==================== mem_stage_ctrl_flat
### Gate families picked out, mem_stage_ctrl_flat

Scale: 2 px per um.
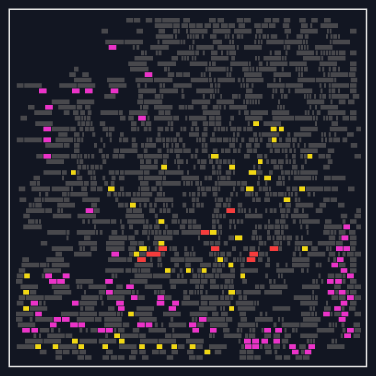

[src/rtl/mem_stage_ctrl_pkg.sv]
// Shared encodings and defaults for the memory-stage controller.
package mem_stage_ctrl_pkg;

    typedef enum logic [1:0] {
        MEM_NONE  = 2'b00,
        MEM_LOAD  = 2'b01,
        MEM_STORE = 2'b10
    } memop_e;

    typedef enum logic [1:0] {
        STK_NONE = 2'b00,
        STK_PUSH = 2'b01,
        STK_POP  = 2'b10
    } stackop_e;

    typedef enum logic [1:0] {
        S_IDLE,
        S_BEAT2,
        S_RD_WAIT
    } state_e;

    localparam logic [31:0] SP_INIT = 32'h000F_FFFF;

endpackage

[src/rtl/mem_stage_ctrl_if.sv]
// 16-bit synchronous data-memory bus seen from the memory stage.
interface mem_stage_ctrl_if #(
    parameter int AddrW = 20
);
    logic [AddrW-1:0] mem_addr;
    logic             mem_re;
    logic             mem_we;
    logic [15:0]      mem_wdata;
    logic [15:0]      mem_rdata;

    modport master (
        output mem_addr, mem_re, mem_we, mem_wdata,
        input  mem_rdata
    );

    modport slave (
        input  mem_addr, mem_re, mem_we, mem_wdata,
        output mem_rdata
    );
endinterface

[src/rtl/mem_stage_ctrl_sp_reg.sv]
// Stack pointer with +/-1 and +/-2 update on completion of a stack op.
module sp_reg
    import mem_stage_ctrl_pkg::*;
#(
    parameter int          AddrW  = 20,
    parameter logic [31:0] SpInit = SP_INIT
) (
    input  logic             clk,
    input  logic             rst,
    input  logic             en_i,
    input  logic             push_i,
    input  logic             pop_i,
    input  logic             two_i,
    output logic [AddrW-1:0] sp_addr_o,
    output logic [31:0]      sp_next_o
);
    logic [31:0] sp_q, sp_d, step;

    always_comb begin
        step = two_i ? 32'd2 : 32'd1;
        sp_d = sp_q;
        if (en_i && push_i)
            sp_d = sp_q - step;
        else if (en_i && pop_i)
            sp_d = sp_q + step;
    end

    always_ff @(posedge clk or negedge rst) begin
        if (!rst)
            sp_q <= SpInit;
        else
            sp_q <= sp_d;
    end

    assign sp_addr_o = sp_q[AddrW-1:0];
    assign sp_next_o = sp_d;
endmodule

[src/rtl/mem_stage_ctrl.sv]
// Memory-stage controller: sequences 16/32-bit loads, stores, pushes
// and pops onto a 16-bit synchronous memory and owns the stack pointer.
module mem_stage_ctrl
    import mem_stage_ctrl_pkg::*;
#(
    parameter int          WbSize = 2,
    parameter int          AddrW  = 20,
    parameter logic [31:0] SpInit = SP_INIT
) (
    input  logic              clk,
    input  logic              rst,
    input  logic              i_valid,
    input  logic [1:0]        i_memOp,
    input  logic [1:0]        i_stackOp,
    input  logic              i_is32,
    input  logic [15:0]       i_addr,
    input  logic [31:0]       i_wdata,
    input  logic [WbSize-1:0] i_WB,
    input  logic [15:0]       i_alu,
    input  logic [2:0]        i_Rdst,
    input  logic [1:0]        i_changeEPC,
    mem_stage_ctrl_if.master  mem,
    output logic              o_stall,
    output logic              o_done,
    output logic [WbSize-1:0] o_WB,
    output logic [31:0]       o_MemData,
    output logic [15:0]       o_alu,
    output logic [2:0]        o_Rdst,
    output logic [31:0]       o_SP,
    output logic [1:0]        o_changeEPC
);
    state_e state_q, state_d;

    logic             is_push, is_pop, is_rd, is_wr;
    logic [AddrW-1:0] sp_a, a0, a1;
    logic [15:0]      d0, d1;
    logic             done_d, cap_lo;
    logic [31:0]      sp_nxt, rd_word;

    logic              push_q, pop_q, wr_q, is32_q;
    logic [AddrW-1:0]  addr1_q;
    logic [15:0]       wd1_q, lo_q;
    logic [WbSize-1:0] wb_q;
    logic [15:0]       alu_q;
    logic [2:0]        rdst_q;
    logic [1:0]        epc_q;

    logic              cur_push, cur_pop, cur_32;
    logic [WbSize-1:0] cur_wb;
    logic [15:0]       cur_alu;
    logic [2:0]        cur_rdst;
    logic [1:0]        cur_epc;

    logic              done_q;
    logic [WbSize-1:0] owb_q;
    logic [31:0]       omd_q, osp_q;
    logic [15:0]       oalu_q;
    logic [2:0]        ordst_q;
    logic [1:0]        oepc_q;

    // Beat 0 of a push is the high word so the stack reads back low-first.
    always_comb begin
        is_push = (i_stackOp == STK_PUSH);
        is_pop  = (i_stackOp == STK_POP);
        is_rd   = is_pop || (!is_push && i_memOp == MEM_LOAD);
        is_wr   = is_push || (!is_pop && i_memOp == MEM_STORE);
        if (is_push) begin
            a0 = sp_a;
            a1 = sp_a - AddrW'(1);
        end else if (is_pop) begin
            a0 = sp_a + AddrW'(1);
            a1 = sp_a + AddrW'(2);
        end else begin
            a0 = AddrW'(i_addr);
            a1 = AddrW'(i_addr) + AddrW'(1);
        end
        d0 = (is_push && i_is32) ? i_wdata[31:16] : i_wdata[15:0];
        d1 = (is_push && i_is32) ? i_wdata[15:0] : i_wdata[31:16];
    end

    always_comb begin
        state_d       = state_q;
        mem.mem_addr  = '0;
        mem.mem_re    = 1'b0;
        mem.mem_we    = 1'b0;
        mem.mem_wdata = '0;
        o_stall       = 1'b0;
        done_d        = 1'b0;
        cap_lo        = 1'b0;
        unique case (state_q)
            S_IDLE: begin
                if (i_valid && is_wr) begin
                    mem.mem_addr  = a0;
                    mem.mem_we    = rst;
                    mem.mem_wdata = d0;
                    o_stall       = i_is32;
                    done_d        = !i_is32;
                    if (i_is32)
                        state_d = S_BEAT2;
                end else if (i_valid && is_rd) begin
                    mem.mem_addr = a0;
                    mem.mem_re   = rst;
                    o_stall      = 1'b1;
                    state_d      = i_is32 ? S_BEAT2 : S_RD_WAIT;
                end else if (i_valid) begin
                    done_d = 1'b1;
                end
            end
            S_BEAT2: begin
                mem.mem_addr = addr1_q;
                if (wr_q) begin
                    mem.mem_we    = rst;
                    mem.mem_wdata = wd1_q;
                    done_d        = 1'b1;
                    state_d       = S_IDLE;
                end else begin
                    mem.mem_re = rst;
                    o_stall    = 1'b1;
                    cap_lo     = 1'b1;
                    state_d    = S_RD_WAIT;
                end
            end
            S_RD_WAIT: begin
                done_d  = 1'b1;
                state_d = S_IDLE;
            end
            default: state_d = S_IDLE;
        endcase
    end

    // Single-cycle completions happen in IDLE straight from the live inputs.
    always_comb begin
        if (state_q == S_IDLE) begin
            cur_push = is_push;
            cur_pop  = is_pop;
            cur_32   = i_is32;
            cur_wb   = i_WB;
            cur_alu  = i_alu;
            cur_rdst = i_Rdst;
            cur_epc  = i_changeEPC;
        end else begin
            cur_push = push_q;
            cur_pop  = pop_q;
            cur_32   = is32_q;
            cur_wb   = wb_q;
            cur_alu  = alu_q;
            cur_rdst = rdst_q;
            cur_epc  = epc_q;
        end
        rd_word = is32_q ? {mem.mem_rdata, lo_q}
                         : {16'h0000, mem.mem_rdata};
    end

    sp_reg #(
        .AddrW  (AddrW),
        .SpInit (SpInit)
    ) u_sp (
        .clk       (clk),
        .rst       (rst),
        .en_i      (done_d),
        .push_i    (cur_push),
        .pop_i     (cur_pop),
        .two_i     (cur_32),
        .sp_addr_o (sp_a),
        .sp_next_o (sp_nxt)
    );

    always_ff @(posedge clk or negedge rst) begin
        if (!rst) begin
            state_q <= S_IDLE;
            push_q  <= 1'b0;
            pop_q   <= 1'b0;
            wr_q    <= 1'b0;
            is32_q  <= 1'b0;
            addr1_q <= '0;
            wd1_q   <= '0;
            lo_q    <= '0;
            wb_q    <= '0;
            alu_q   <= '0;
            rdst_q  <= '0;
            epc_q   <= '0;
        end else begin
            state_q <= state_d;
            if (state_q == S_IDLE && i_valid) begin
                push_q  <= is_push;
                pop_q   <= is_pop;
                wr_q    <= is_wr;
                is32_q  <= i_is32;
                addr1_q <= a1;
                wd1_q   <= d1;
                wb_q    <= i_WB;
                alu_q   <= i_alu;
                rdst_q  <= i_Rdst;
                epc_q   <= i_changeEPC;
            end
            if (cap_lo)
                lo_q <= mem.mem_rdata;
        end
    end

    always_ff @(posedge clk or negedge rst) begin
        if (!rst) begin
            done_q  <= 1'b0;
            owb_q   <= '0;
            omd_q   <= '0;
            oalu_q  <= '0;
            ordst_q <= '0;
            osp_q   <= SpInit;
            oepc_q  <= '0;
        end else begin
            done_q <= done_d;
            owb_q  <= done_d ? cur_wb : '0;
            if (done_d) begin
                omd_q   <= (state_q == S_RD_WAIT) ? rd_word : 32'h0;
                oalu_q  <= cur_alu;
                ordst_q <= cur_rdst;
                osp_q   <= sp_nxt;
                oepc_q  <= cur_epc;
            end
        end
    end

    assign o_done      = done_q;
    assign o_WB        = owb_q;
    assign o_MemData   = omd_q;
    assign o_alu       = oalu_q;
    assign o_Rdst      = ordst_q;
    assign o_SP        = osp_q;
    assign o_changeEPC = oepc_q;
endmodule

[src/flat_wrapper.sv]
// flat-port wrapper written by rule: the top's interface ports become plain ports
module mem_stage_ctrl_flat import mem_stage_ctrl_pkg::*;
#(
    parameter int          WbSize = 2,
    parameter int          AddrW  = 20,
    parameter logic [31:0] SpInit = SP_INIT
)
  (clk, rst, i_valid, i_memOp, i_stackOp, i_is32, i_addr, i_wdata, i_WB, i_alu, i_Rdst, i_changeEPC, o_stall, o_done, o_WB, o_MemData, o_alu, o_Rdst, o_SP, o_changeEPC, mem_mem_addr, mem_mem_re, mem_mem_we, mem_mem_wdata, mem_mem_rdata);
  mem_stage_ctrl_if #(.AddrW(AddrW)) mem_i ();
  input  logic clk;
  input  logic rst;
  input  logic i_valid;
  input  logic [1:0] i_memOp;
  input  logic [1:0] i_stackOp;
  input  logic i_is32;
  input  logic [15:0] i_addr;
  input  logic [31:0] i_wdata;
  input  logic [WbSize-1:0] i_WB;
  input  logic [15:0] i_alu;
  input  logic [2:0] i_Rdst;
  input  logic [1:0] i_changeEPC;
  output logic o_stall;
  output logic o_done;
  output logic [WbSize-1:0] o_WB;
  output logic [31:0] o_MemData;
  output logic [15:0] o_alu;
  output logic [2:0] o_Rdst;
  output logic [31:0] o_SP;
  output logic [1:0] o_changeEPC;
  output wire logic [$bits(mem_i.mem_addr)-1:0] mem_mem_addr;
  output wire logic [$bits(mem_i.mem_re)-1:0] mem_mem_re;
  output wire logic [$bits(mem_i.mem_we)-1:0] mem_mem_we;
  output wire logic [$bits(mem_i.mem_wdata)-1:0] mem_mem_wdata;
  input wire logic [$bits(mem_i.mem_rdata)-1:0] mem_mem_rdata;
  assign mem_mem_addr = mem_i.mem_addr;
  assign mem_mem_re = mem_i.mem_re;
  assign mem_mem_we = mem_i.mem_we;
  assign mem_mem_wdata = mem_i.mem_wdata;
  assign mem_i.mem_rdata = mem_mem_rdata;
  mem_stage_ctrl #(.WbSize(WbSize), .AddrW(AddrW), .SpInit(SpInit)) u_core (.clk(clk), .rst(rst), .i_valid(i_valid), .i_memOp(i_memOp), .i_stackOp(i_stackOp), .i_is32(i_is32), .i_addr(i_addr), .i_wdata(i_wdata), .i_WB(i_WB), .i_alu(i_alu), .i_Rdst(i_Rdst), .i_changeEPC(i_changeEPC), .mem(mem_i), .o_stall(o_stall), .o_done(o_done), .o_WB(o_WB), .o_MemData(o_MemData), .o_alu(o_alu), .o_Rdst(o_Rdst), .o_SP(o_SP), .o_changeEPC(o_changeEPC));
endmodule
[config.mk]
export PLATFORM = sky130hd
export DESIGN_NAME = mem_stage_ctrl_flat
export DESIGN_NICKNAME = d
export VERILOG_FILES = /design/src/rtl/mem_stage_ctrl_pkg.sv /design/src/rtl/mem_stage_ctrl_if.sv /design/src/rtl/mem_stage_ctrl_sp_reg.sv /design/src/rtl/mem_stage_ctrl.sv /design/src/flat_wrapper.sv
export SDC_FILE = /design/constraint.sdc
export NUM_CORES = 1
export LEC_CHECK = 0
export CAP_MARGIN = 5
export CORE_MARGIN = 2
export CORE_UTILIZATION = 39
export DETAILED_ROUTE_END_ITERATION = 6
export SYNTH_ARGS = -nofsm -noshare
export SYNTH_HDL_FRONTEND = slang
export SYNTH_SLANG_ARGS = --single-unit
[constraint.sdc]
create_clock -name clk -period 11.1 [get_ports clk]
set_input_delay 3.33 -clock clk [delete_from_list [all_inputs] [get_ports clk]]
set_output_delay 3.33 -clock clk [all_outputs]
set_load 0.05 [all_outputs]
==================== image_stream_source
## config.mk

```make
export PLATFORM = sky130hd
export DESIGN_NAME = image_stream_source
export DESIGN_NICKNAME = d
export VERILOG_FILES = /design/src/rtl/image_stream_source.sv
export SDC_FILE = /design/constraint.sdc
export NUM_CORES = 2
export LEC_CHECK = 0
export CAP_MARGIN = 10
export CORE_MARGIN = 5
export CORE_UTILIZATION = 57
export CTS_BUF_LIST = sky130_fd_sc_hd__clkbuf_8
export CTS_CLUSTER_SIZE = 40
export DETAILED_ROUTE_END_ITERATION = 8
export PLACE_DENSITY = 0.76
export SLEW_MARGIN = 20
export SYNTH_ARGS = -nofsm -noshare
export SYNTH_HDL_FRONTEND = slang
export SYNTH_SLANG_ARGS = --single-unit
```

## constraint.sdc

```tcl
create_clock -name clk -period 4.4 [get_ports clk]
set_clock_uncertainty 0.05 [all_clocks]
set_input_delay 0.88 -clock clk [delete_from_list [all_inputs] [get_ports clk]]
set_output_delay 0.88 -clock clk [all_outputs]
set_load 0.03 [all_outputs]
```

## src/rtl/image_stream_source.sv

```systemverilog
// Streams a locally buffered ImageWidth x ImageWidth image in raster order over valid/ready,
// spacing transfers CyclesPerPixel cycles apart and pulsing out_done after the last pixel.
module image_stream_source #(
  parameter int BitSize        = 32,
  parameter int ImageWidth     = 8,
  parameter int CyclesPerPixel = 2,
  localparam int AddrBits      = $clog2(ImageWidth * ImageWidth)
) (
  input  logic                clk,
  input  logic                res_n,
  input  logic                in_wr_en,
  input  logic [AddrBits-1:0] in_wr_addr,
  input  logic [BitSize-1:0]  in_wr_data,
  input  logic                in_start,
  input  logic                in_ready,
  output logic                out_valid,
  output logic [BitSize-1:0]  out_data,
  output logic                out_busy,
  output logic                out_done,
  output logic                out_wr_overrun
);

  localparam int NumPixels = ImageWidth * ImageWidth;
  localparam int GapBits   = (CyclesPerPixel > 2) ? $clog2(CyclesPerPixel - 1) : 1;
  localparam logic [GapBits-1:0]  GapInit = GapBits'((CyclesPerPixel > 1) ? CyclesPerPixel - 2 : 0);
  localparam logic [AddrBits-1:0] LastIdx = AddrBits'(NumPixels - 1);

  typedef enum logic [1:0] {IDLE, SEND, GAP, DONE} state_t;

  state_t               state_q;
  logic [AddrBits-1:0]  pix_idx_q;
  logic [AddrBits-1:0]  pix_idx_d;
  logic [GapBits-1:0]   gap_cnt_q;
  logic                 valid_q;
  logic [BitSize-1:0]   data_q;
  logic                 busy_q;
  logic                 done_q;
  logic                 overrun_q;
  logic [BitSize-1:0]   buf_q [NumPixels];

  assign pix_idx_d = pix_idx_q + AddrBits'(1);

  // Buffer is deliberately left out of reset so a loaded image survives it.
  always_ff @(posedge clk) begin
    if (state_q == IDLE && in_wr_en && !in_start) begin
      buf_q[in_wr_addr] <= in_wr_data;
    end
  end

  always_ff @(posedge clk or posedge res_n) begin
    if (res_n) begin
      state_q   <= IDLE;
      pix_idx_q <= '0;
      gap_cnt_q <= '0;
      valid_q   <= 1'b0;
      data_q    <= '0;
      busy_q    <= 1'b0;
      done_q    <= 1'b0;
      overrun_q <= 1'b0;
    end else begin
      done_q <= 1'b0;
      case (state_q)
        IDLE: begin
          if (in_start) begin
            pix_idx_q <= '0;
            data_q    <= buf_q[0];
            valid_q   <= 1'b1;
            busy_q    <= 1'b1;
            overrun_q <= in_wr_en;
            state_q   <= SEND;
          end
        end
        SEND: begin
          if (in_ready) begin
            if (pix_idx_q == LastIdx) begin
              valid_q <= 1'b0;
              done_q  <= 1'b1;
              state_q <= DONE;
            end else if (CyclesPerPixel == 1) begin
              pix_idx_q <= pix_idx_d;
              data_q    <= buf_q[pix_idx_d];
            end else begin
              valid_q   <= 1'b0;
              gap_cnt_q <= GapInit;
              state_q   <= GAP;
            end
          end
        end
        GAP: begin
          if (gap_cnt_q == '0) begin
            pix_idx_q <= pix_idx_d;
            data_q    <= buf_q[pix_idx_d];
            valid_q   <= 1'b1;
            state_q   <= SEND;
          end else begin
            gap_cnt_q <= gap_cnt_q - GapBits'(1);
          end
        end
        DONE: begin
          busy_q  <= 1'b0;
          state_q <= IDLE;
        end
        default: state_q <= IDLE;
      endcase
      if (in_wr_en && state_q != IDLE) begin
        overrun_q <= 1'b1;
      end
    end
  end

  assign out_valid      = valid_q;
  assign out_data       = data_q;
  assign out_busy       = busy_q;
  assign out_done       = done_q;
  assign out_wr_overrun = overrun_q;

endmodule

```

==================== dlatch_deserializer
[config.mk]
export PLATFORM = sky130hd
export DESIGN_NAME = dlatch_deserializer
export DESIGN_NICKNAME = d
export VERILOG_FILES = /design/src/rtl/dlatch_deserializer.sv
export SDC_FILE = /design/constraint.sdc
export NUM_CORES = 1
export LEC_CHECK = 0
export CORE_MARGIN = 1
export CORE_UTILIZATION = 49
export CTS_CLUSTER_SIZE = 14
export DETAILED_ROUTE_END_ITERATION = 12
export HOLD_SLACK_MARGIN = 0.1
export PLACE_DENSITY = 0.72
export SLEW_MARGIN = 20
export SYNTH_ARGS = -nofsm -noshare
export SYNTH_HDL_FRONTEND = slang
export SYNTH_SLANG_ARGS = --single-unit
[constraint.sdc]
create_clock -name clk -period 3.21 [get_ports clk]
set_input_delay 0.642 -clock clk [delete_from_list [all_inputs] [get_ports clk]]
set_output_delay 0.642 -clock clk [all_outputs]
set_load 0.05 [all_outputs]
[src/rtl/dlatch_deserializer.sv]
// dlatch_deserializer: synchronises latch q, packs WIDTH bits MSB-first.
// Optional q transition counter on edge_cnt: define DLATCH_EDGE_COUNT_EN.
module dlatch_deserializer #(
  parameter int WIDTH       = 8,
  parameter int SYNC_STAGES = 2,
  parameter int CNT_W       = 16
) (
  input  logic             clk,
  input  logic             rst,
  input  logic             q_in,
  input  logic             sample_en,
  input  logic             out_ready,
  output logic [WIDTH-1:0] out_data,
  output logic             out_valid,
  output logic             overrun
`ifdef DLATCH_EDGE_COUNT_EN
  ,
  output logic [CNT_W-1:0] edge_cnt
`endif
);

  localparam int BW = (WIDTH > 2) ? $clog2(WIDTH) : 1;
  localparam logic [BW-1:0] LAST = BW'(WIDTH - 1);

  typedef enum logic {
    EMPTY = 1'b0,
    FULL  = 1'b1
  } state_t;

  if (WIDTH < 2 || SYNC_STAGES < 2 || CNT_W < 1) begin : g_bad_params
    $error("dlatch_deserializer: illegal parameter value");
  end

  logic [SYNC_STAGES-1:0] sync_q;
  logic                   q_s;
  logic [WIDTH-2:0]       shreg;
  logic [BW-1:0]          bit_cnt;
  logic                   word_done;
  logic [WIDTH-1:0]       word;
  state_t                 state;
  state_t                 state_nxt;
  logic                   load;
  logic                   drop;

  always_ff @(posedge clk) begin
    if (rst) begin
      sync_q <= '0;
    end else begin
      sync_q <= {sync_q[SYNC_STAGES-2:0], q_in};
    end
  end

  assign q_s       = sync_q[SYNC_STAGES-1];
  assign word      = {shreg, q_s};
  assign word_done = sample_en && (bit_cnt == LAST);

  always_ff @(posedge clk) begin
    if (rst) begin
      shreg   <= '0;
      bit_cnt <= '0;
    end else if (sample_en) begin
      shreg   <= word[WIDTH-2:0];
      bit_cnt <= word_done ? '0 : bit_cnt + 1'b1;
    end
  end

  always_ff @(posedge clk) begin
    if (rst) begin
      state <= EMPTY;
    end else begin
      state <= state_nxt;
    end
  end

  always_comb begin
    state_nxt = state;
    unique case (1'b1)
      (state == EMPTY): begin
        if (word_done) state_nxt = FULL;
      end
      (state == FULL): begin
        if (out_ready && !word_done) state_nxt = EMPTY;
      end
      default: state_nxt = EMPTY;
    endcase
  end

  // A full register only takes a new word when the old one leaves.
  always_comb begin
    load = 1'b0;
    drop = 1'b0;
    unique case (1'b1)
      (state == EMPTY): begin
        load = word_done;
      end
      (state == FULL): begin
        load = word_done && out_ready;
        drop = word_done && !out_ready;
      end
      default: begin
        load = 1'b0;
        drop = 1'b0;
      end
    endcase
  end

  assign out_valid = (state == FULL);

  always_ff @(posedge clk) begin
    if (rst) begin
      out_data <= '0;
    end else if (load) begin
      out_data <= word;
    end
  end

  always_ff @(posedge clk) begin
    if (rst) begin
      overrun <= 1'b0;
    end else if (drop) begin
      overrun <= 1'b1;
    end
  end

`ifdef DLATCH_EDGE_COUNT_EN
  logic q_s_prev;

  always_ff @(posedge clk) begin
    if (rst) begin
      q_s_prev <= 1'b0;
      edge_cnt <= '0;
    end else begin
      q_s_prev <= q_s;
      if ((q_s != q_s_prev) && (edge_cnt != {CNT_W{1'b1}})) begin
        edge_cnt <= edge_cnt + 1'b1;
      end
    end
  end
`endif

endmodule

### Register map, names as in the netlist, image_stream_source

Scale: 1 px per um. Other sequential cells in the stronger gray, the rest of the logic in the fainter gray.
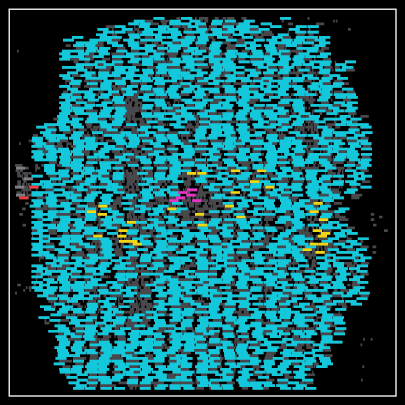
- `buf_q`: cyan (sequential cells 2,048; where all over the die)
- `out_data`: yellow (sequential cells 32)
- `state_q`: red (sequential cells 2)
- `pix_idx_q`: magenta (sequential cells 6; where middle)

==> impl_metrics.json, image_stream_source <==
{
  "setup_violations": 0,
  "slew_headroom_pct": 29.7,
  "fin_crit_sh_pct": 81.2,
  "top_cells_by_count": "2,048 x edfxtp_1, 554 x mux4_2, 299 x nand2_1",
  "crit_chain": "and3_1 -> or3b_2 -> and2_1 -> a21oi_1 -> o41ai_1 -> nand4_1",
  "critPathCaptureType": "flip-flop",
  "initCoreUtil_pct": 57.4,
  "timing.fmax_mhz": 280,
  "fin_hold_ws_ns": 0.134,
  "grt_pass1_vias": 40553,
  "status": "completed",
  "met1_usage_pct": 38.7,
  "finalPower_mw": 49.6,
  "p_comb_mw": 12.7,
  "wl_met3_mm": 23.2,
  "use_met3_pct": 6.51,
  "async_flop_share_pct": 2.10,
  "wl_met1_mm": 71.7,
  "slew_violations": 0,
  "openroad.warnings": 30,
  "layout_top_cell": "edfxtp_1",
  "synth_flops": 2092
}
## image_stream_source: kinds of logic after synthesis
kind of cell	synth area share [%]
AND-OR/OR-AND	1.42
XOR/XNOR	0.0858
adder cells (fa/ha/maj)	0.0156
buffers and inverters	1.30
flip-flops	78.0
multiplexers	16.1
AND/OR/NAND/NOR	3.03
## image_stream_source: how the worst max path moves through the flow
stage,startpoint,endpoint,slack (ns),cells after the start
2_1_floorplan,in_wr_addr[5],buf_q[38][0],0.85,4
3_3_place_gp,in_start,buf_q[23][17],0.73,6
3_5_place_dp,in_start,buf_q[47][21],0.69,6
4_1_cts,pix_idx_q[0],out_data[28],0.87,8
5_1_grt,pix_idx_q[2],out_data[13],0.72,6
6_report,pix_idx_q[2],out_data[13],0.83,6
## image_stream_source: layout make-up
type	count	area, um^2	area share, %
flip-flops and latches	2092	62600	69.2
multi-input cells	1343	17200	19.0
clock buffers	343	4720	5.22
repair buffers	256	2680	2.96
well taps	1876	2350	2.60
clock inverters	207	892	0.986
inverters	4	16.3	0.0180
diodes	4	10.0	0.0111
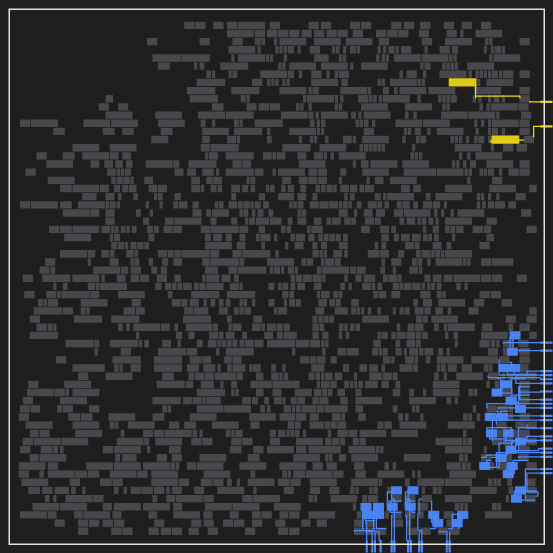
*I/O nets highlighted, mem_stage_ctrl_flat*
Scale: 3 px per um.
- `o_changeEPC`: yellow (direction output; edge right; end cells 2; buffers 2; wire 42.4 um)
- `i_wdata`: blue (direction input; edge 20 right, 12 bottom; end cells 32; buffers 32; wire 735 um)
port bufs: 221
IO Pins: 222

Notes on 'Gate families picked out' of mem_stage_ctrl_flat above:
- non-inverting ao/oa cells: yellow (cells 48; most used a22o_1)
- fa/ha/maj cells: red (cells 9; most used ha_1)
- mux cells: magenta (cells 77; most used mux2i_1; where all over the die)
multi-input combinational area share: 41.5%
final std cells w/o fill: 1,902
Commonest Layout Cell: nand2_1

==> impl_metrics.json, mem_stage_ctrl_flat <==
{
  "status": "completed",
  "postPlaceCellArea_um2": 14200,
  "critPathLaunchType": "primary input",
  "dp.cells": 1857,
  "rr_startpoint": "u_core.state_q[0]",
  "reg2reg_slack_ns": 7.33,
  "swShare_pct": 40.6,
  "cp-startpoint": "i_stackOp[0]",
  "cts_resized": 0,
  "synth-simple-area-share_pct": 21.2,
  "yosysWarnings": 0,
  "drtAntennaViolNets": 0,
  "lay_top_cells": "256 x nand2_1, 211 x clkdlybuf4s50_1, 161 x dfrtp_1, 108 x o21ai_0, 100 x nor2_1",
  "clkPwrFrac_pct": 26.8,
  "fillCellCount": 2795,
  "clock_area_share_pct": 5.67,
  "drt_iter0_drc": 1018,
  "overflow": 0,
  "cts_buffers": 25
}
mem_stage_ctrl_flat: power groups by stage:
stage | Clock (mW) | Sequential (mW) | Combinational (mW)
after floorplan | 0 | 1.32 | 0.557
after global placement | 0 | 1.12 | 1.18
after detailed placement | 0 | 1.12 | 1.18
after CTS | 0.863 | 1.11 | 1.19
after global routing | 0.893 | 1.14 | 1.27
final | 0.842 | 1.11 | 1.19
mem_stage_ctrl_flat: per-layer routing:
layer	GRT usage [%]	vias to the layer above	wire length, um
li1	-	5091	-
met1	34.2	5103	16700
met2	33.8	446	15700
met3	4.05	69	2720
met4	6.52	0	955
met5	0	-	0
mem_stage_ctrl_flat: worst min-delay path: stages, from the launching register on:
cell	delay [ns]
dfrtp_1	0.34
nand2_1	0.05
nand2_1	0.05
mem_stage_ctrl_flat: through the flow:
step / hold slack (ns) / util [%] / worst slack (ns)
floorplan: 0.446 / - / 2.16
global placement: 0.456 / 47.7 / 1.25
detailed placement: 0.462 / 47.7 / 1.18
CTS: 0.476 / 50.6 / 1.16
global route: 0.484 / 50.6 / 0.924
finish: 0.473 / 50.6 / 1.17
### Gate families picked out, dlatch_deserializer

Scale: 8 px per um.
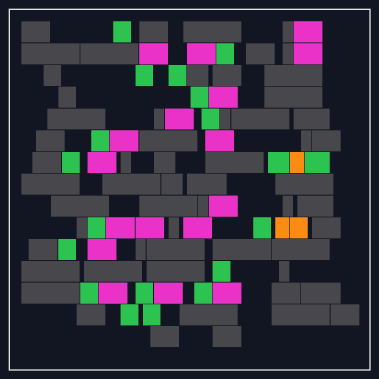
- nand cells: green (cells 19; most used nand2b_1)
- mux cells: magenta (cells 17; most used mux2i_1)
- aoi and oai cells: orange (cells 3; most used a21oi_1)
final std cells w/o fill: 122
multi-input combinational area share: 39.6%
Commonest Layout Cell: dfxtp_1

### Register map, names as in the netlist, dlatch_deserializer

Scale: 6 px per um. Other sequential cells in the stronger gray, the rest of the logic in the fainter gray.
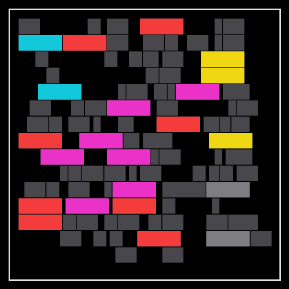
- `bit_cnt`: yellow (sequential cells 3)
- `sync_q`: cyan (sequential cells 2)
- `shreg`: magenta (sequential cells 7; where middle)
- `out_data`: red (sequential cells 8)

==> impl_metrics.json, dlatch_deserializer <==
{
  "design_area_um2": 1070,
  "critPathLaunchType": "flip-flop",
  "initCoreUtil_pct": 52.2,
  "avgSynthCellArea_um2": 10.7,
  "ios": 15,
  "clock_buffers": 4,
  "nWellTaps": 25,
  "status": "completed",
  "fillCellCount": 158,
  "routed_wl_mm": 1.23,
  "die_w_um": 44.9,
  "htree_levels": 1,
  "dieArea_um2": 2020,
  "cts_resized": 0,
  "finalClockSkew_ns": 0.00337,
  "fin_util_pct": 62.2,
  "ys_seq_share_pct": 48.8,
  "logic_gate_count": 57,
  "area_growth_pct": 19.0,
  "synth_cell_type_count": 16,
  "drive_gt1_share_pct": 8.25,
  "fin_crit_sh_pct": 65.4,
  "top_cells_by_count": "22 x dfxtp_1, 17 x mux2i_1, 16 x nand2b_1",
  "worst_pin_slew_ns": 0.820,
  "crit_chain": "clkdlybuf4s50_1",
  "clock_latency_ns": 0.29,
  "dp.cells": 118,
  "yosysTopAreaCell": "dfxtp_1",
  "synth.most_common_cell": "dfxtp_1",
  "grt_pass1_vias": 444,
  "fin_ws_ns": 1.11,
  "antenna_found_initial": 0,
  "critPathCaptureType": "output port",
  "n_antenna_cell": 0,
  "grt_start_max_net_pins": 31,
  "clk_path_buf_depth": 2,
  "core_area_um2": 1730
}
dlatch_deserializer: cell families (layout without fill, tap and decap cells):
group,Yosys count,in the layout,share of synthesized area (%)
AND/OR/NAND/NOR,35,35,23.7
buffers and inverters,5,18,4.02
multiplexers,17,17,18.9
AND-OR/OR-AND,3,3,1.80
flip-flops,22,22,48.8
adder cells (fa/ha/maj),2,2,2.77
dlatch_deserializer: routing by layer:
metal	vias to the layer above	part of all wire, %
li1	302	-
met1	245	50
met2	9	45
met3	2	3.8
met4	0	1.1
met5	-	0
dlatch_deserializer: power by group:
group	internal, mW	leakage [nW]	switching (mW)
sequential	0.277	0.178	0.00234
combinational	0.0140	0.192	0.0116
clock	0.0690	0.0210	0.0765
dlatch_deserializer: state kept, by name, summed over array words and instances (netlist names):
register / cells
out_valid: 1
shreg: 7
out_data: 8
overrun: 1
sync_q: 2
bit_cnt: 3
dlatch_deserializer: final timing paths:
kind                    start           to  slack [ns]  depth (start not counted)
setup / recovery  out_data[3]  out_data[3]        1.11                          1
hold / removal      sync_q[0]    sync_q[1]        0.46                          1
setup reg to reg   bit_cnt[0]  out_data[0]        1.81                          5
hold reg to reg     sync_q[0]    sync_q[1]        0.46                          1

==================== speed_ramp_ctrl
### Gate families picked out, speed_ramp_ctrl

Scale: 4 px per um.
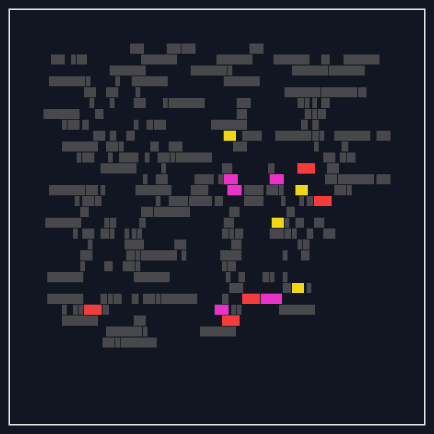

**src/rtl/speed_ramp_ctrl.sv**
```systemverilog
// speed_ramp_ctrl: turns up/down button requests into a saturating 2-bit target
// and ramps the PWM speed toward it one level per dwell period. Optional macro
// SPEED_RAMP_DEBOUNCE_EN adds a debouncer behind each button synchroniser.
module speed_ramp_ctrl #(
    parameter int unsigned STEP_CYCLES     = 1000000,
    parameter int unsigned DEBOUNCE_CYCLES = 500000
) (
    input  logic       clk,
    input  logic       rst,
    input  logic       btn_up,
    input  logic       btn_down,
    input  logic       estop,
    output logic [1:0] speed,
    output logic       motor_en,
    output logic       busy,
    output logic       at_target
);

    localparam int unsigned CW = $clog2(STEP_CYCLES);
    localparam logic [CW-1:0] CNT_LAST = CW'(STEP_CYCLES - 1);

    typedef enum logic [1:0] {
        IDLE      = 2'd0,
        RAMP_UP   = 2'd1,
        RAMP_DOWN = 2'd2
    } state_t;

    if (STEP_CYCLES < 2 || DEBOUNCE_CYCLES < 1) begin : g_bad_cfg
        $error("speed_ramp_ctrl: STEP_CYCLES must be >= 2, DEBOUNCE_CYCLES >= 1");
    end

    logic       up_s1_q, up_s2_q, dn_s1_q, dn_s2_q, es_s1_q, es_s2_q;
    logic       up_lvl, dn_lvl, up_prev_q, dn_prev_q, up_pls, dn_pls;
    logic [1:0] target_q, target_d, speed_q;
    logic [CW-1:0] cnt_q;
    state_t     state_q;
    logic       busy_q, motor_en_q;

    // Two-flop synchronisers for the asynchronous inputs
    always_ff @(posedge clk or posedge rst) begin
        if (rst) begin
            {up_s1_q, up_s2_q} <= 2'b00;
            {dn_s1_q, dn_s2_q} <= 2'b00;
            {es_s1_q, es_s2_q} <= 2'b00;
        end else begin
            {up_s1_q, up_s2_q} <= {btn_up, up_s1_q};
            {dn_s1_q, dn_s2_q} <= {btn_down, dn_s1_q};
            {es_s1_q, es_s2_q} <= {estop, es_s1_q};
        end
    end

`ifdef SPEED_RAMP_DEBOUNCE_EN
    localparam int unsigned DW = $clog2(DEBOUNCE_CYCLES + 1);
    localparam logic [DW-1:0] DB_LAST = DW'(DEBOUNCE_CYCLES - 1);

    logic          up_db_q, dn_db_q;
    logic [DW-1:0] up_dc_q, dn_dc_q;

    // Debounced level follows the input only after it has differed long enough
    always_ff @(posedge clk or posedge rst) begin
        if (rst) begin
            up_db_q <= 1'b0;
            dn_db_q <= 1'b0;
            up_dc_q <= '0;
            dn_dc_q <= '0;
        end else begin
            if (up_s2_q == up_db_q) begin
                up_dc_q <= '0;
            end else if (up_dc_q == DB_LAST) begin
                up_db_q <= up_s2_q;
                up_dc_q <= '0;
            end else begin
                up_dc_q <= up_dc_q + 1'b1;
            end
            if (dn_s2_q == dn_db_q) begin
                dn_dc_q <= '0;
            end else if (dn_dc_q == DB_LAST) begin
                dn_db_q <= dn_s2_q;
                dn_dc_q <= '0;
            end else begin
                dn_dc_q <= dn_dc_q + 1'b1;
            end
        end
    end

    assign up_lvl = up_db_q;
    assign dn_lvl = dn_db_q;
`else
    assign up_lvl = up_s2_q;
    assign dn_lvl = dn_s2_q;
`endif

    // Previous button levels for rising-edge detection
    always_ff @(posedge clk or posedge rst) begin
        if (rst) begin
            up_prev_q <= 1'b0;
            dn_prev_q <= 1'b0;
        end else begin
            up_prev_q <= up_lvl;
            dn_prev_q <= dn_lvl;
        end
    end

    assign up_pls = up_lvl & ~up_prev_q;
    assign dn_pls = dn_lvl & ~dn_prev_q;

    // Saturating target update; simultaneous up and down cancel
    always_comb begin
        target_d = target_q;
        if (up_pls && !dn_pls && target_q != 2'd3) begin
            target_d = target_q + 2'd1;
        end else if (dn_pls && !up_pls && target_q != 2'd0) begin
            target_d = target_q - 2'd1;
        end
    end

    // Target register, forced to zero while estop is active
    always_ff @(posedge clk or posedge rst) begin
        if (rst) begin
            target_q <= 2'd0;
        end else if (es_s2_q) begin
            target_q <= 2'd0;
        end else begin
            target_q <= target_d;
        end
    end

    // Motor enable tracks the inverted synchronised estop
    always_ff @(posedge clk or posedge rst) begin
        if (rst) begin
            motor_en_q <= 1'b0;
        end else begin
            motor_en_q <= ~es_s2_q;
        end
    end

    // Ramp FSM: dwell STEP_CYCLES per level, re-evaluate direction every edge
    always_ff @(posedge clk or posedge rst) begin
        if (rst) begin
            state_q <= IDLE;
            speed_q <= 2'd0;
            cnt_q   <= '0;
            busy_q  <= 1'b0;
        end else if (es_s2_q) begin
            state_q <= IDLE;
            speed_q <= 2'd0;
            cnt_q   <= '0;
            busy_q  <= 1'b0;
        end else begin
            unique case (state_q)
                RAMP_UP: begin
                    if (target_q < speed_q) begin
                        state_q <= RAMP_DOWN;
                        cnt_q   <= '0;
                    end else if (target_q == speed_q) begin
                        state_q <= IDLE;
                        busy_q  <= 1'b0;
                        cnt_q   <= '0;
                    end else if (cnt_q == CNT_LAST) begin
                        speed_q <= speed_q + 2'd1;
                        cnt_q   <= '0;
                        if (speed_q + 2'd1 == target_q) begin
                            state_q <= IDLE;
                            busy_q  <= 1'b0;
                        end
                    end else begin
                        cnt_q <= cnt_q + 1'b1;
                    end
                end
                RAMP_DOWN: begin
                    if (target_q > speed_q) begin
                        state_q <= RAMP_UP;
                        cnt_q   <= '0;
                    end else if (target_q == speed_q) begin
                        state_q <= IDLE;
                        busy_q  <= 1'b0;
                        cnt_q   <= '0;
                    end else if (cnt_q == CNT_LAST) begin
                        speed_q <= speed_q - 2'd1;
                        cnt_q   <= '0;
                        if (speed_q - 2'd1 == target_q) begin
                            state_q <= IDLE;
                            busy_q  <= 1'b0;
                        end
                    end else begin
                        cnt_q <= cnt_q + 1'b1;
                    end
                end
                default: begin
                    cnt_q <= '0;
                    if (target_q > speed_q) begin
                        state_q <= RAMP_UP;
                        busy_q  <= 1'b1;
                    end else if (target_q < speed_q) begin
                        state_q <= RAMP_DOWN;
                        busy_q  <= 1'b1;
                    end
                end
            endcase
        end
    end

    assign speed     = speed_q;
    assign motor_en  = motor_en_q;
    assign busy      = busy_q;
    assign at_target = (speed_q == target_q);

endmodule

```
**config.mk**
```make
export PLATFORM = sky130hd
export DESIGN_NAME = speed_ramp_ctrl
export DESIGN_NICKNAME = d
export VERILOG_FILES = /design/src/rtl/speed_ramp_ctrl.sv
export SDC_FILE = /design/constraint.sdc
export NUM_CORES = 1
export LEC_CHECK = 0
export CORE_MARGIN = 8
export CORE_UTILIZATION = 25
export DETAILED_ROUTE_END_ITERATION = 16
export PLACE_DENSITY_LB_ADDON = 0.08
export SYNTH_ARGS = -nofsm -noshare
export SYNTH_HDL_FRONTEND = slang
export SYNTH_SLANG_ARGS = --single-unit
```
**constraint.sdc**
```tcl
create_clock -name clk -period 6.8 [get_ports clk]
set_clock_uncertainty 0.1 [all_clocks]
set_input_delay 1.7 -clock clk [delete_from_list [all_inputs] [get_ports clk]]
set_output_delay 1.7 -clock clk [all_outputs]
set_load 0.1 [all_outputs]
```
==================== aes_pipe_scheduler
--- src/rtl/aes_pipe_scheduler.sv ---
// aes_pipe_scheduler: key/block front-end for a non-stallable pipelined AES-128 core; optional stats ports under AES_SCHED_STATS_EN
module aes_pipe_scheduler #(
  parameter int DATA_W  = 128,
  parameter int KEY_LEN = 128,
  parameter int KEY_LAT = 10,
  parameter int CREDITS = 16,
  parameter int CNT_W   = 5
) (
  input  logic               clk,
  input  logic               reset,
  input  logic               key_valid_in,
  output logic               key_ready_out,
  input  logic [KEY_LEN-1:0] key_in,
  input  logic               blk_valid_in,
  output logic               blk_ready_out,
  input  logic [DATA_W-1:0]  blk_in,
  output logic               core_key_valid,
  output logic [KEY_LEN-1:0] core_cipher_key,
  output logic               core_data_valid,
  output logic [DATA_W-1:0]  core_plain_text,
  input  logic               core_valid_out,
  input  logic [DATA_W-1:0]  core_cipher_text,
  output logic               out_valid,
  output logic [DATA_W-1:0]  out_data,
  input  logic               credit_ret,
  output logic               busy,
  output logic               err_sticky
`ifdef AES_SCHED_STATS_EN
  ,
  output logic [31:0]        stat_blocks,
  output logic [31:0]        stat_stall
`endif
);
  localparam int LAT_W = $clog2(KEY_LAT + 1);
  localparam logic [LAT_W-1:0] LAT_LAST = LAT_W'(KEY_LAT - 1);
  localparam logic [CNT_W-1:0] CRED_MAX = CNT_W'(CREDITS);

  typedef enum logic [1:0] {IDLE, KEYLOAD, READY, DRAIN} state_t;

  state_t           state;
  logic [LAT_W-1:0] lat_cnt;
  logic [CNT_W-1:0] credits;
  logic [CNT_W-1:0] inflight;
  logic             key_fire;
  logic             blk_fire;
  logic             res_ok;
  logic             ret_ok;

  assign key_ready_out = (state == IDLE) || (state == READY && key_valid_in && inflight == '0);
  assign blk_ready_out = (state == READY) && (credits != '0) && !key_valid_in;
  assign key_fire      = key_valid_in && key_ready_out;
  assign blk_fire      = blk_valid_in && blk_ready_out;
  assign res_ok        = core_valid_out && (inflight != '0);
  assign ret_ok        = credit_ret && (credits != CRED_MAX);
  assign busy          = !(state == IDLE || state == READY) || (inflight != '0);

  // Control FSM: key load and latency wait, drain before rekey; key register and load pulse
  always_ff @(posedge clk or negedge reset) begin
    if (!reset) begin
      state           <= IDLE;
      lat_cnt         <= '0;
      core_key_valid  <= 1'b0;
      core_cipher_key <= '0;
    end else begin
      core_key_valid <= key_fire;
      if (key_fire) core_cipher_key <= key_in;
      case (state)
        IDLE: if (key_fire) begin
          state   <= KEYLOAD;
          lat_cnt <= '0;
        end
        KEYLOAD: begin
          lat_cnt <= lat_cnt + 1'b1;
          if (lat_cnt == LAT_LAST) state <= READY;
        end
        READY: if (key_fire) begin
          state   <= KEYLOAD;
          lat_cnt <= '0;
        end else if (key_valid_in && inflight != '0) begin
          state <= DRAIN;
        end
        DRAIN: if (!key_valid_in || inflight == '0) state <= READY;
        default: state <= IDLE;
      endcase
    end
  end

  // Issue register toward the core and single-stage result register toward downstream
  always_ff @(posedge clk or negedge reset) begin
    if (!reset) begin
      core_data_valid <= 1'b0;
      core_plain_text <= '0;
      out_valid       <= 1'b0;
      out_data        <= '0;
    end else begin
      core_data_valid <= blk_fire;
      if (blk_fire) core_plain_text <= blk_in;
      out_valid <= core_valid_out;
      out_data  <= core_cipher_text;
    end
  end

  // Credit and in-flight accounting; protocol violations latch the error flag
  always_ff @(posedge clk or negedge reset) begin
    if (!reset) begin
      credits    <= CRED_MAX;
      inflight   <= '0;
      err_sticky <= 1'b0;
    end else begin
      inflight   <= inflight + CNT_W'(blk_fire) - CNT_W'(res_ok);
      credits    <= credits - CNT_W'(blk_fire) + CNT_W'(ret_ok);
      err_sticky <= err_sticky
                  | (core_valid_out && (inflight == '0 || state == IDLE || state == KEYLOAD))
                  | (credit_ret && credits == CRED_MAX);
    end
  end

`ifdef AES_SCHED_STATS_EN
  // Free-running statistics, untouched by rekey
  always_ff @(posedge clk or negedge reset) begin
    if (!reset) begin
      stat_blocks <= '0;
      stat_stall  <= '0;
    end else begin
      if (blk_fire) stat_blocks <= stat_blocks + 32'd1;
      if (blk_valid_in && !blk_ready_out && (state == READY || state == DRAIN)) stat_stall <= stat_stall + 32'd1;
    end
  end
`endif
endmodule

--- config.mk ---
export PLATFORM = sky130hd
export DESIGN_NAME = aes_pipe_scheduler
export DESIGN_NICKNAME = d
export VERILOG_FILES = /design/src/rtl/aes_pipe_scheduler.sv
export SDC_FILE = /design/constraint.sdc
export NUM_CORES = 1
export LEC_CHECK = 0
export ABC_AREA = 1
export CAP_MARGIN = 0
export CELL_PAD_IN_SITES_DETAIL_PLACEMENT = 0
export CELL_PAD_IN_SITES_GLOBAL_PLACEMENT = 1
export CORE_AREA = 5 5 301 303
export DETAILED_ROUTE_END_ITERATION = 10
export DIE_AREA = 0 0 306 308
export PLACE_DENSITY_LB_ADDON = 0.1
export SLEW_MARGIN = 10
export SYNTH_ARGS = -nofsm -noshare
export SYNTH_HDL_FRONTEND = slang
export SYNTH_SLANG_ARGS = --single-unit
--- constraint.sdc ---
create_clock -name clk -period 3.7 [get_ports clk]
set_input_delay 0.555 -clock clk [delete_from_list [all_inputs] [get_ports clk]]
set_output_delay 0.555 -clock clk [all_outputs]
set_load 0.01 [all_outputs]
### Signal wires by layer, speed_ramp_ctrl

Scale: 4 px per um.
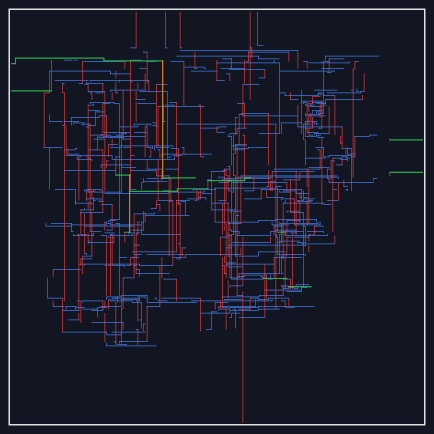
- M2: red (wire length 1,870 um)
- M3: green (wire length 123 um)
- M1: blue (wire length 1,910 um)
- M4: orange (wire length 43.5 um)
via count: 1,364
Wirelength per Cell: 12.7 um
DRT Wirelength: 3.95 mm

### Register map, names as in the netlist, speed_ramp_ctrl

Scale: 3 px per um. Other sequential cells in the stronger gray, the rest of the logic in the fainter gray.
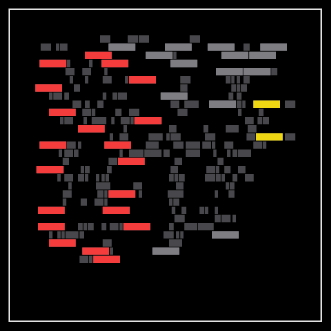
- `speed`: yellow (sequential cells 2)
- `cnt_q`: red (sequential cells 20)
- not colored: 14
sequential power: 0.232 mW
flop share of the area: 41.0%
Layout Utilization: 29.0%
Flop area: 901 um^2

## Picture notes: 'Gate families picked out' of speed_ramp_ctrl
- non-inverting ao/oa cells: yellow (cells 4; most used a22o_1)
- mux cells: magenta (cells 5; most used mux2i_1; where middle)
- fa/ha/maj cells: red (cells 5; most used ha_1)

==> impl_metrics.json, speed_ramp_ctrl <==
{
  "dp_slack_ns": 2.69,
  "cts_resized": 0,
  "buffers": 10,
  "cap_violations": 0,
  "grt_pass1_vias": 1429,
  "fin_crit_sh_pct": 64.8,
  "hold_viol": 0,
  "cts_buffers": 5,
  "yosys-stat-area_um2": 1910,
  "critPathLaunchType": "flip-flop",
  "async_flop_share_pct": 100,
  "clkSinkCount": 36,
  "n_antenna_cell": 0,
  "reg2reg_depth": 5,
  "status": "completed",
  "critPathCaptureType": "output port",
  "nFlopsAndLatches": 36,
  "dieArea_um2": 10700,
  "wl_met3_um": 123,
  "cp.required_ns": 5.00,
  "cts_root_buffer": "clkbuf_8",
  "ios": 10,
  "hold_buffers": 0,
  "swShare_pct": 31.8,
  "synthesis.area_um2": 1910,
  "reg2reg_slack_ns": 4.15,
  "setup_violations": 0,
  "grt_start_max_net_pins": 37,
  "worst_pin_slew_ns": 0.985,
  "overflow": 0,
  "core_area_um2": 7570,
  "clock_area_share_pct": 4.10,
  "largest-register": "cnt_q",
  "critical_path_buf_inv_count": 1,
  "synth.area.mux_share_pct": 2.88,
  "fin_ws_ns": 2.39,
  "synth_flops": 36,
  "cp.arrival_ns": 2.61
}
speed_ramp_ctrl: cell usage in the layout (no fill, tap or decap), types with 2 or more instances in the layout:
master	Yosys	final
or3_1	2	2
xor2_1	13	13
nor2_1	33	33
nand2_1	16	16
nor3_1	2	2
ha_1	5	5
and3_1	4	4
nand2b_1	2	2
nand4_1	2	2
nor3b_1	2	2
or2_2	2	2
a22o_1	2	2
o21ai_0	6	6
nor2b_1	5	5
inv_1	9	9
clkdlybuf4s50_1	0	9
clkbuf_8	0	6
dfrtp_1	36	36
a21oi_1	6	6
o21ai_1	2	2
clkbuf_1	6	2
nor4b_1	2	2
mux2i_1	4	4
nand3_1	9	9
xnor2_1	9	9
speed_ramp_ctrl: metrics by stage:
step,std cells,cell area [um^2]
after CTS,312,2200
after detailed placement,304,2110
final,312,2200
after global routing,312,2200
after floorplan,200,1910
after global placement,304,2110
speed_ramp_ctrl: per-layer routing:
layer | GRT usage, % | up-vias
met4 | 3.15 | 0
met5 | 0 | -
li1 | - | 694
met1 | 10.0 | 649
met2 | 12.7 | 16
met3 | 2.23 | 5
### Signal wires by layer, aes_pipe_scheduler

Scale: 1 px per um.
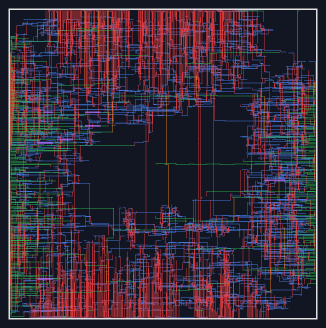
- M4: orange (wire length 1,290 um)
- M2: red (wire length 36.6 mm)
- M1: blue (wire length 25.0 mm)
- M5: purple (wire length 95.7 um)
- M3: green (wire length 7,150 um)

==> impl_metrics.json, aes_pipe_scheduler <==
{
  "wl_per_cell_um": 20.9,
  "status": "completed",
  "top_usage_layer": "met2",
  "core_area_um2": 87700,
  "area_leaders": "dfrtp_1 70%, nand2_1 17%, nand4_1 5.7%, buf_2 1.7%, ha_1 1.2%",
  "hpwl_mm": 51.8,
  "ys.flop_type": "dfrtp_1",
  "yosysTopAreaCell": "dfrtp_1",
  "clkTransAtPathRegs_ns": 0.06,
  "crit_chain": "inv_1 -> ha_1 -> inv_1 -> nor2_1 -> nand3_1 -> o21ai_0 -> clkdlybuf4s50_1",
  "grt_start_max_net_pins": 129,
  "synth-simple-area-share_pct": 23.5,
  "yosys-stat-area_um2": 14400,
  "lay_top_cells": "778 x clkdlybuf4s50_1, 661 x nand2_1, 403 x dfrtp_1, 130 x nand4_1, 52 x clkbuf_16",
  "overflow": 0,
  "synth.most_common_cell": "nand2_1",
  "grt_usage_pct": 14.2,
  "initCoreUtil_pct": 16.4,
  "fin_crit_sh_pct": 87.4,
  "cap_violations": 0,
  "cts_buffers": 52,
  "met1_usage_pct": 14.8,
  "finalPower_mw": 19.1,
  "cp_top_family": "buffers and inverters",
  "synth_flops": 404,
  "dp.cells": 3250,
  "place_congestion": 0.763,
  "firstDrtPassIters": 5,
  "met2_length_mm": 36.6,
  "ios": 781,
  "clock_latency_ns": 0.60,
  "path_max_fanout": 3,
  "clkPwrFrac_pct": 26.5,
  "final_cells": 3361,
  "top_area_share_pct": 70.1,
  "critPathCaptureType": "output port",
  "cp.required_ns": 3.14,
  "slew_headroom_pct": 39.1,
  "synth_adder_area_share_pct": 1.50,
  "fin_crit_ns": 3.23,
  "hold_viol": 0,
  "fin_util_pct": 28.8
}
==> aes_pipe_scheduler: path summary, 6_finish.rpt <==
kind                               from                  end  slack, ns  depth (start not counted)
max in group asynchronous         reset  core_cipher_key[16]       2.06                          3
setup / recovery            inflight[3]        key_ready_out       0.47                          7
setup reg to reg             credits[2]  core_plain_text[33]       0.99                          8
hold / removal             key_valid_in             state[0]       0.32                          3
hold reg to reg              err_sticky           err_sticky       0.47                          2
min in group asynchronous         reset  core_cipher_key[72]       0.58                          2
==> aes_pipe_scheduler: timing repair <==
action | 4_1_cts | 5_1_grt
hold buffers | 1 | 0
buffers inserted | 0 | 0
endpoints found under the hold margin | 9 | 0
==> aes_pipe_scheduler: area by class of cell <==
type	count	area (um^2)	share of cell area [%]
inverters	27	104	0.411
flip-flops and latches	404	10100	40.0
repair buffers	803	8060	31.9
clock buffers	80	1520	6.00
diodes	14	35.0	0.139
well taps	1165	1460	5.77
clock inverters	16	163	0.644
multi-input cells	852	3810	15.1
==> aes_pipe_scheduler: state kept, by name, summed over array words and instances (netlist names) <==
register and flops:
core_data_valid 1, lat_cnt 4, core_cipher_key 128, core_plain_text 128, out_data 128, credits 5
inflight 5, err_sticky 1, out_valid 1, state 2, core_key_valid 1

==> screenshots <==
I/O nets highlighted.
(a)
Scale: 4 px per um.
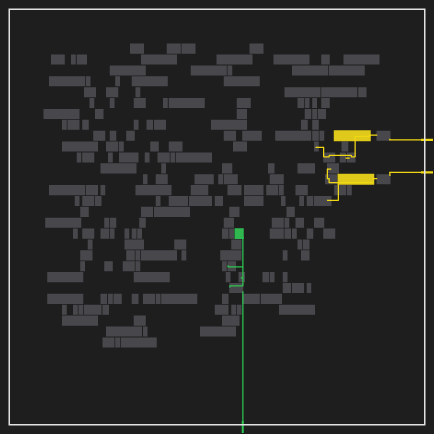
(b)
Scale: 1.5 px per um.
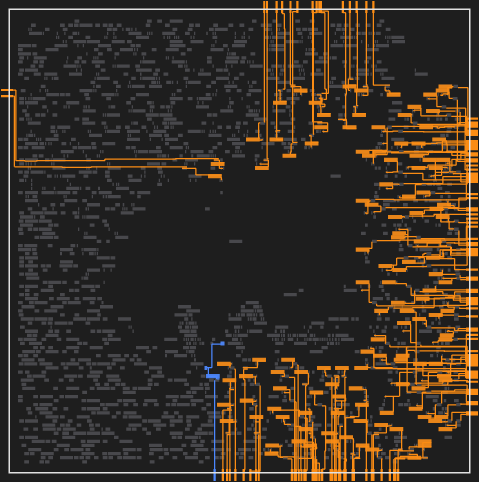
Of these, largest die: (b)
Of these, most cells: (b)
(a) is speed_ramp_ctrl.
(b) is aes_pipe_scheduler.



==> notes/layouts.md <==
Pictures saved along the way, in no particular order.

Signal wires by layer.
panel A
Scale: 1 px per um.
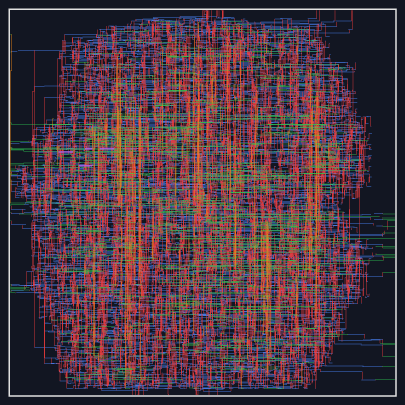
panel B
Scale: 2 px per um.
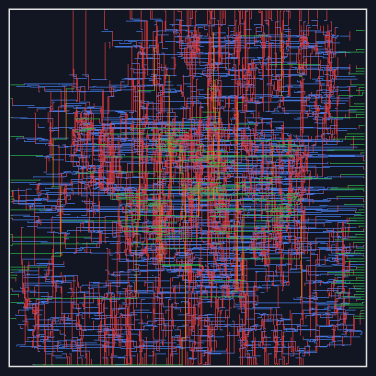
panel C
Scale: 8 px per um.
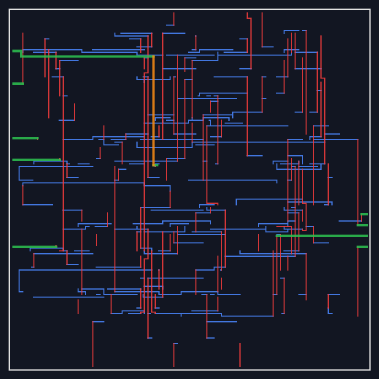
| picture | from |
|---|---|
| panel B | mem_stage_ctrl_flat |
| panel C | dlatch_deserializer |
| panel A | image_stream_source |

Power and IR drop assume default switching activity.
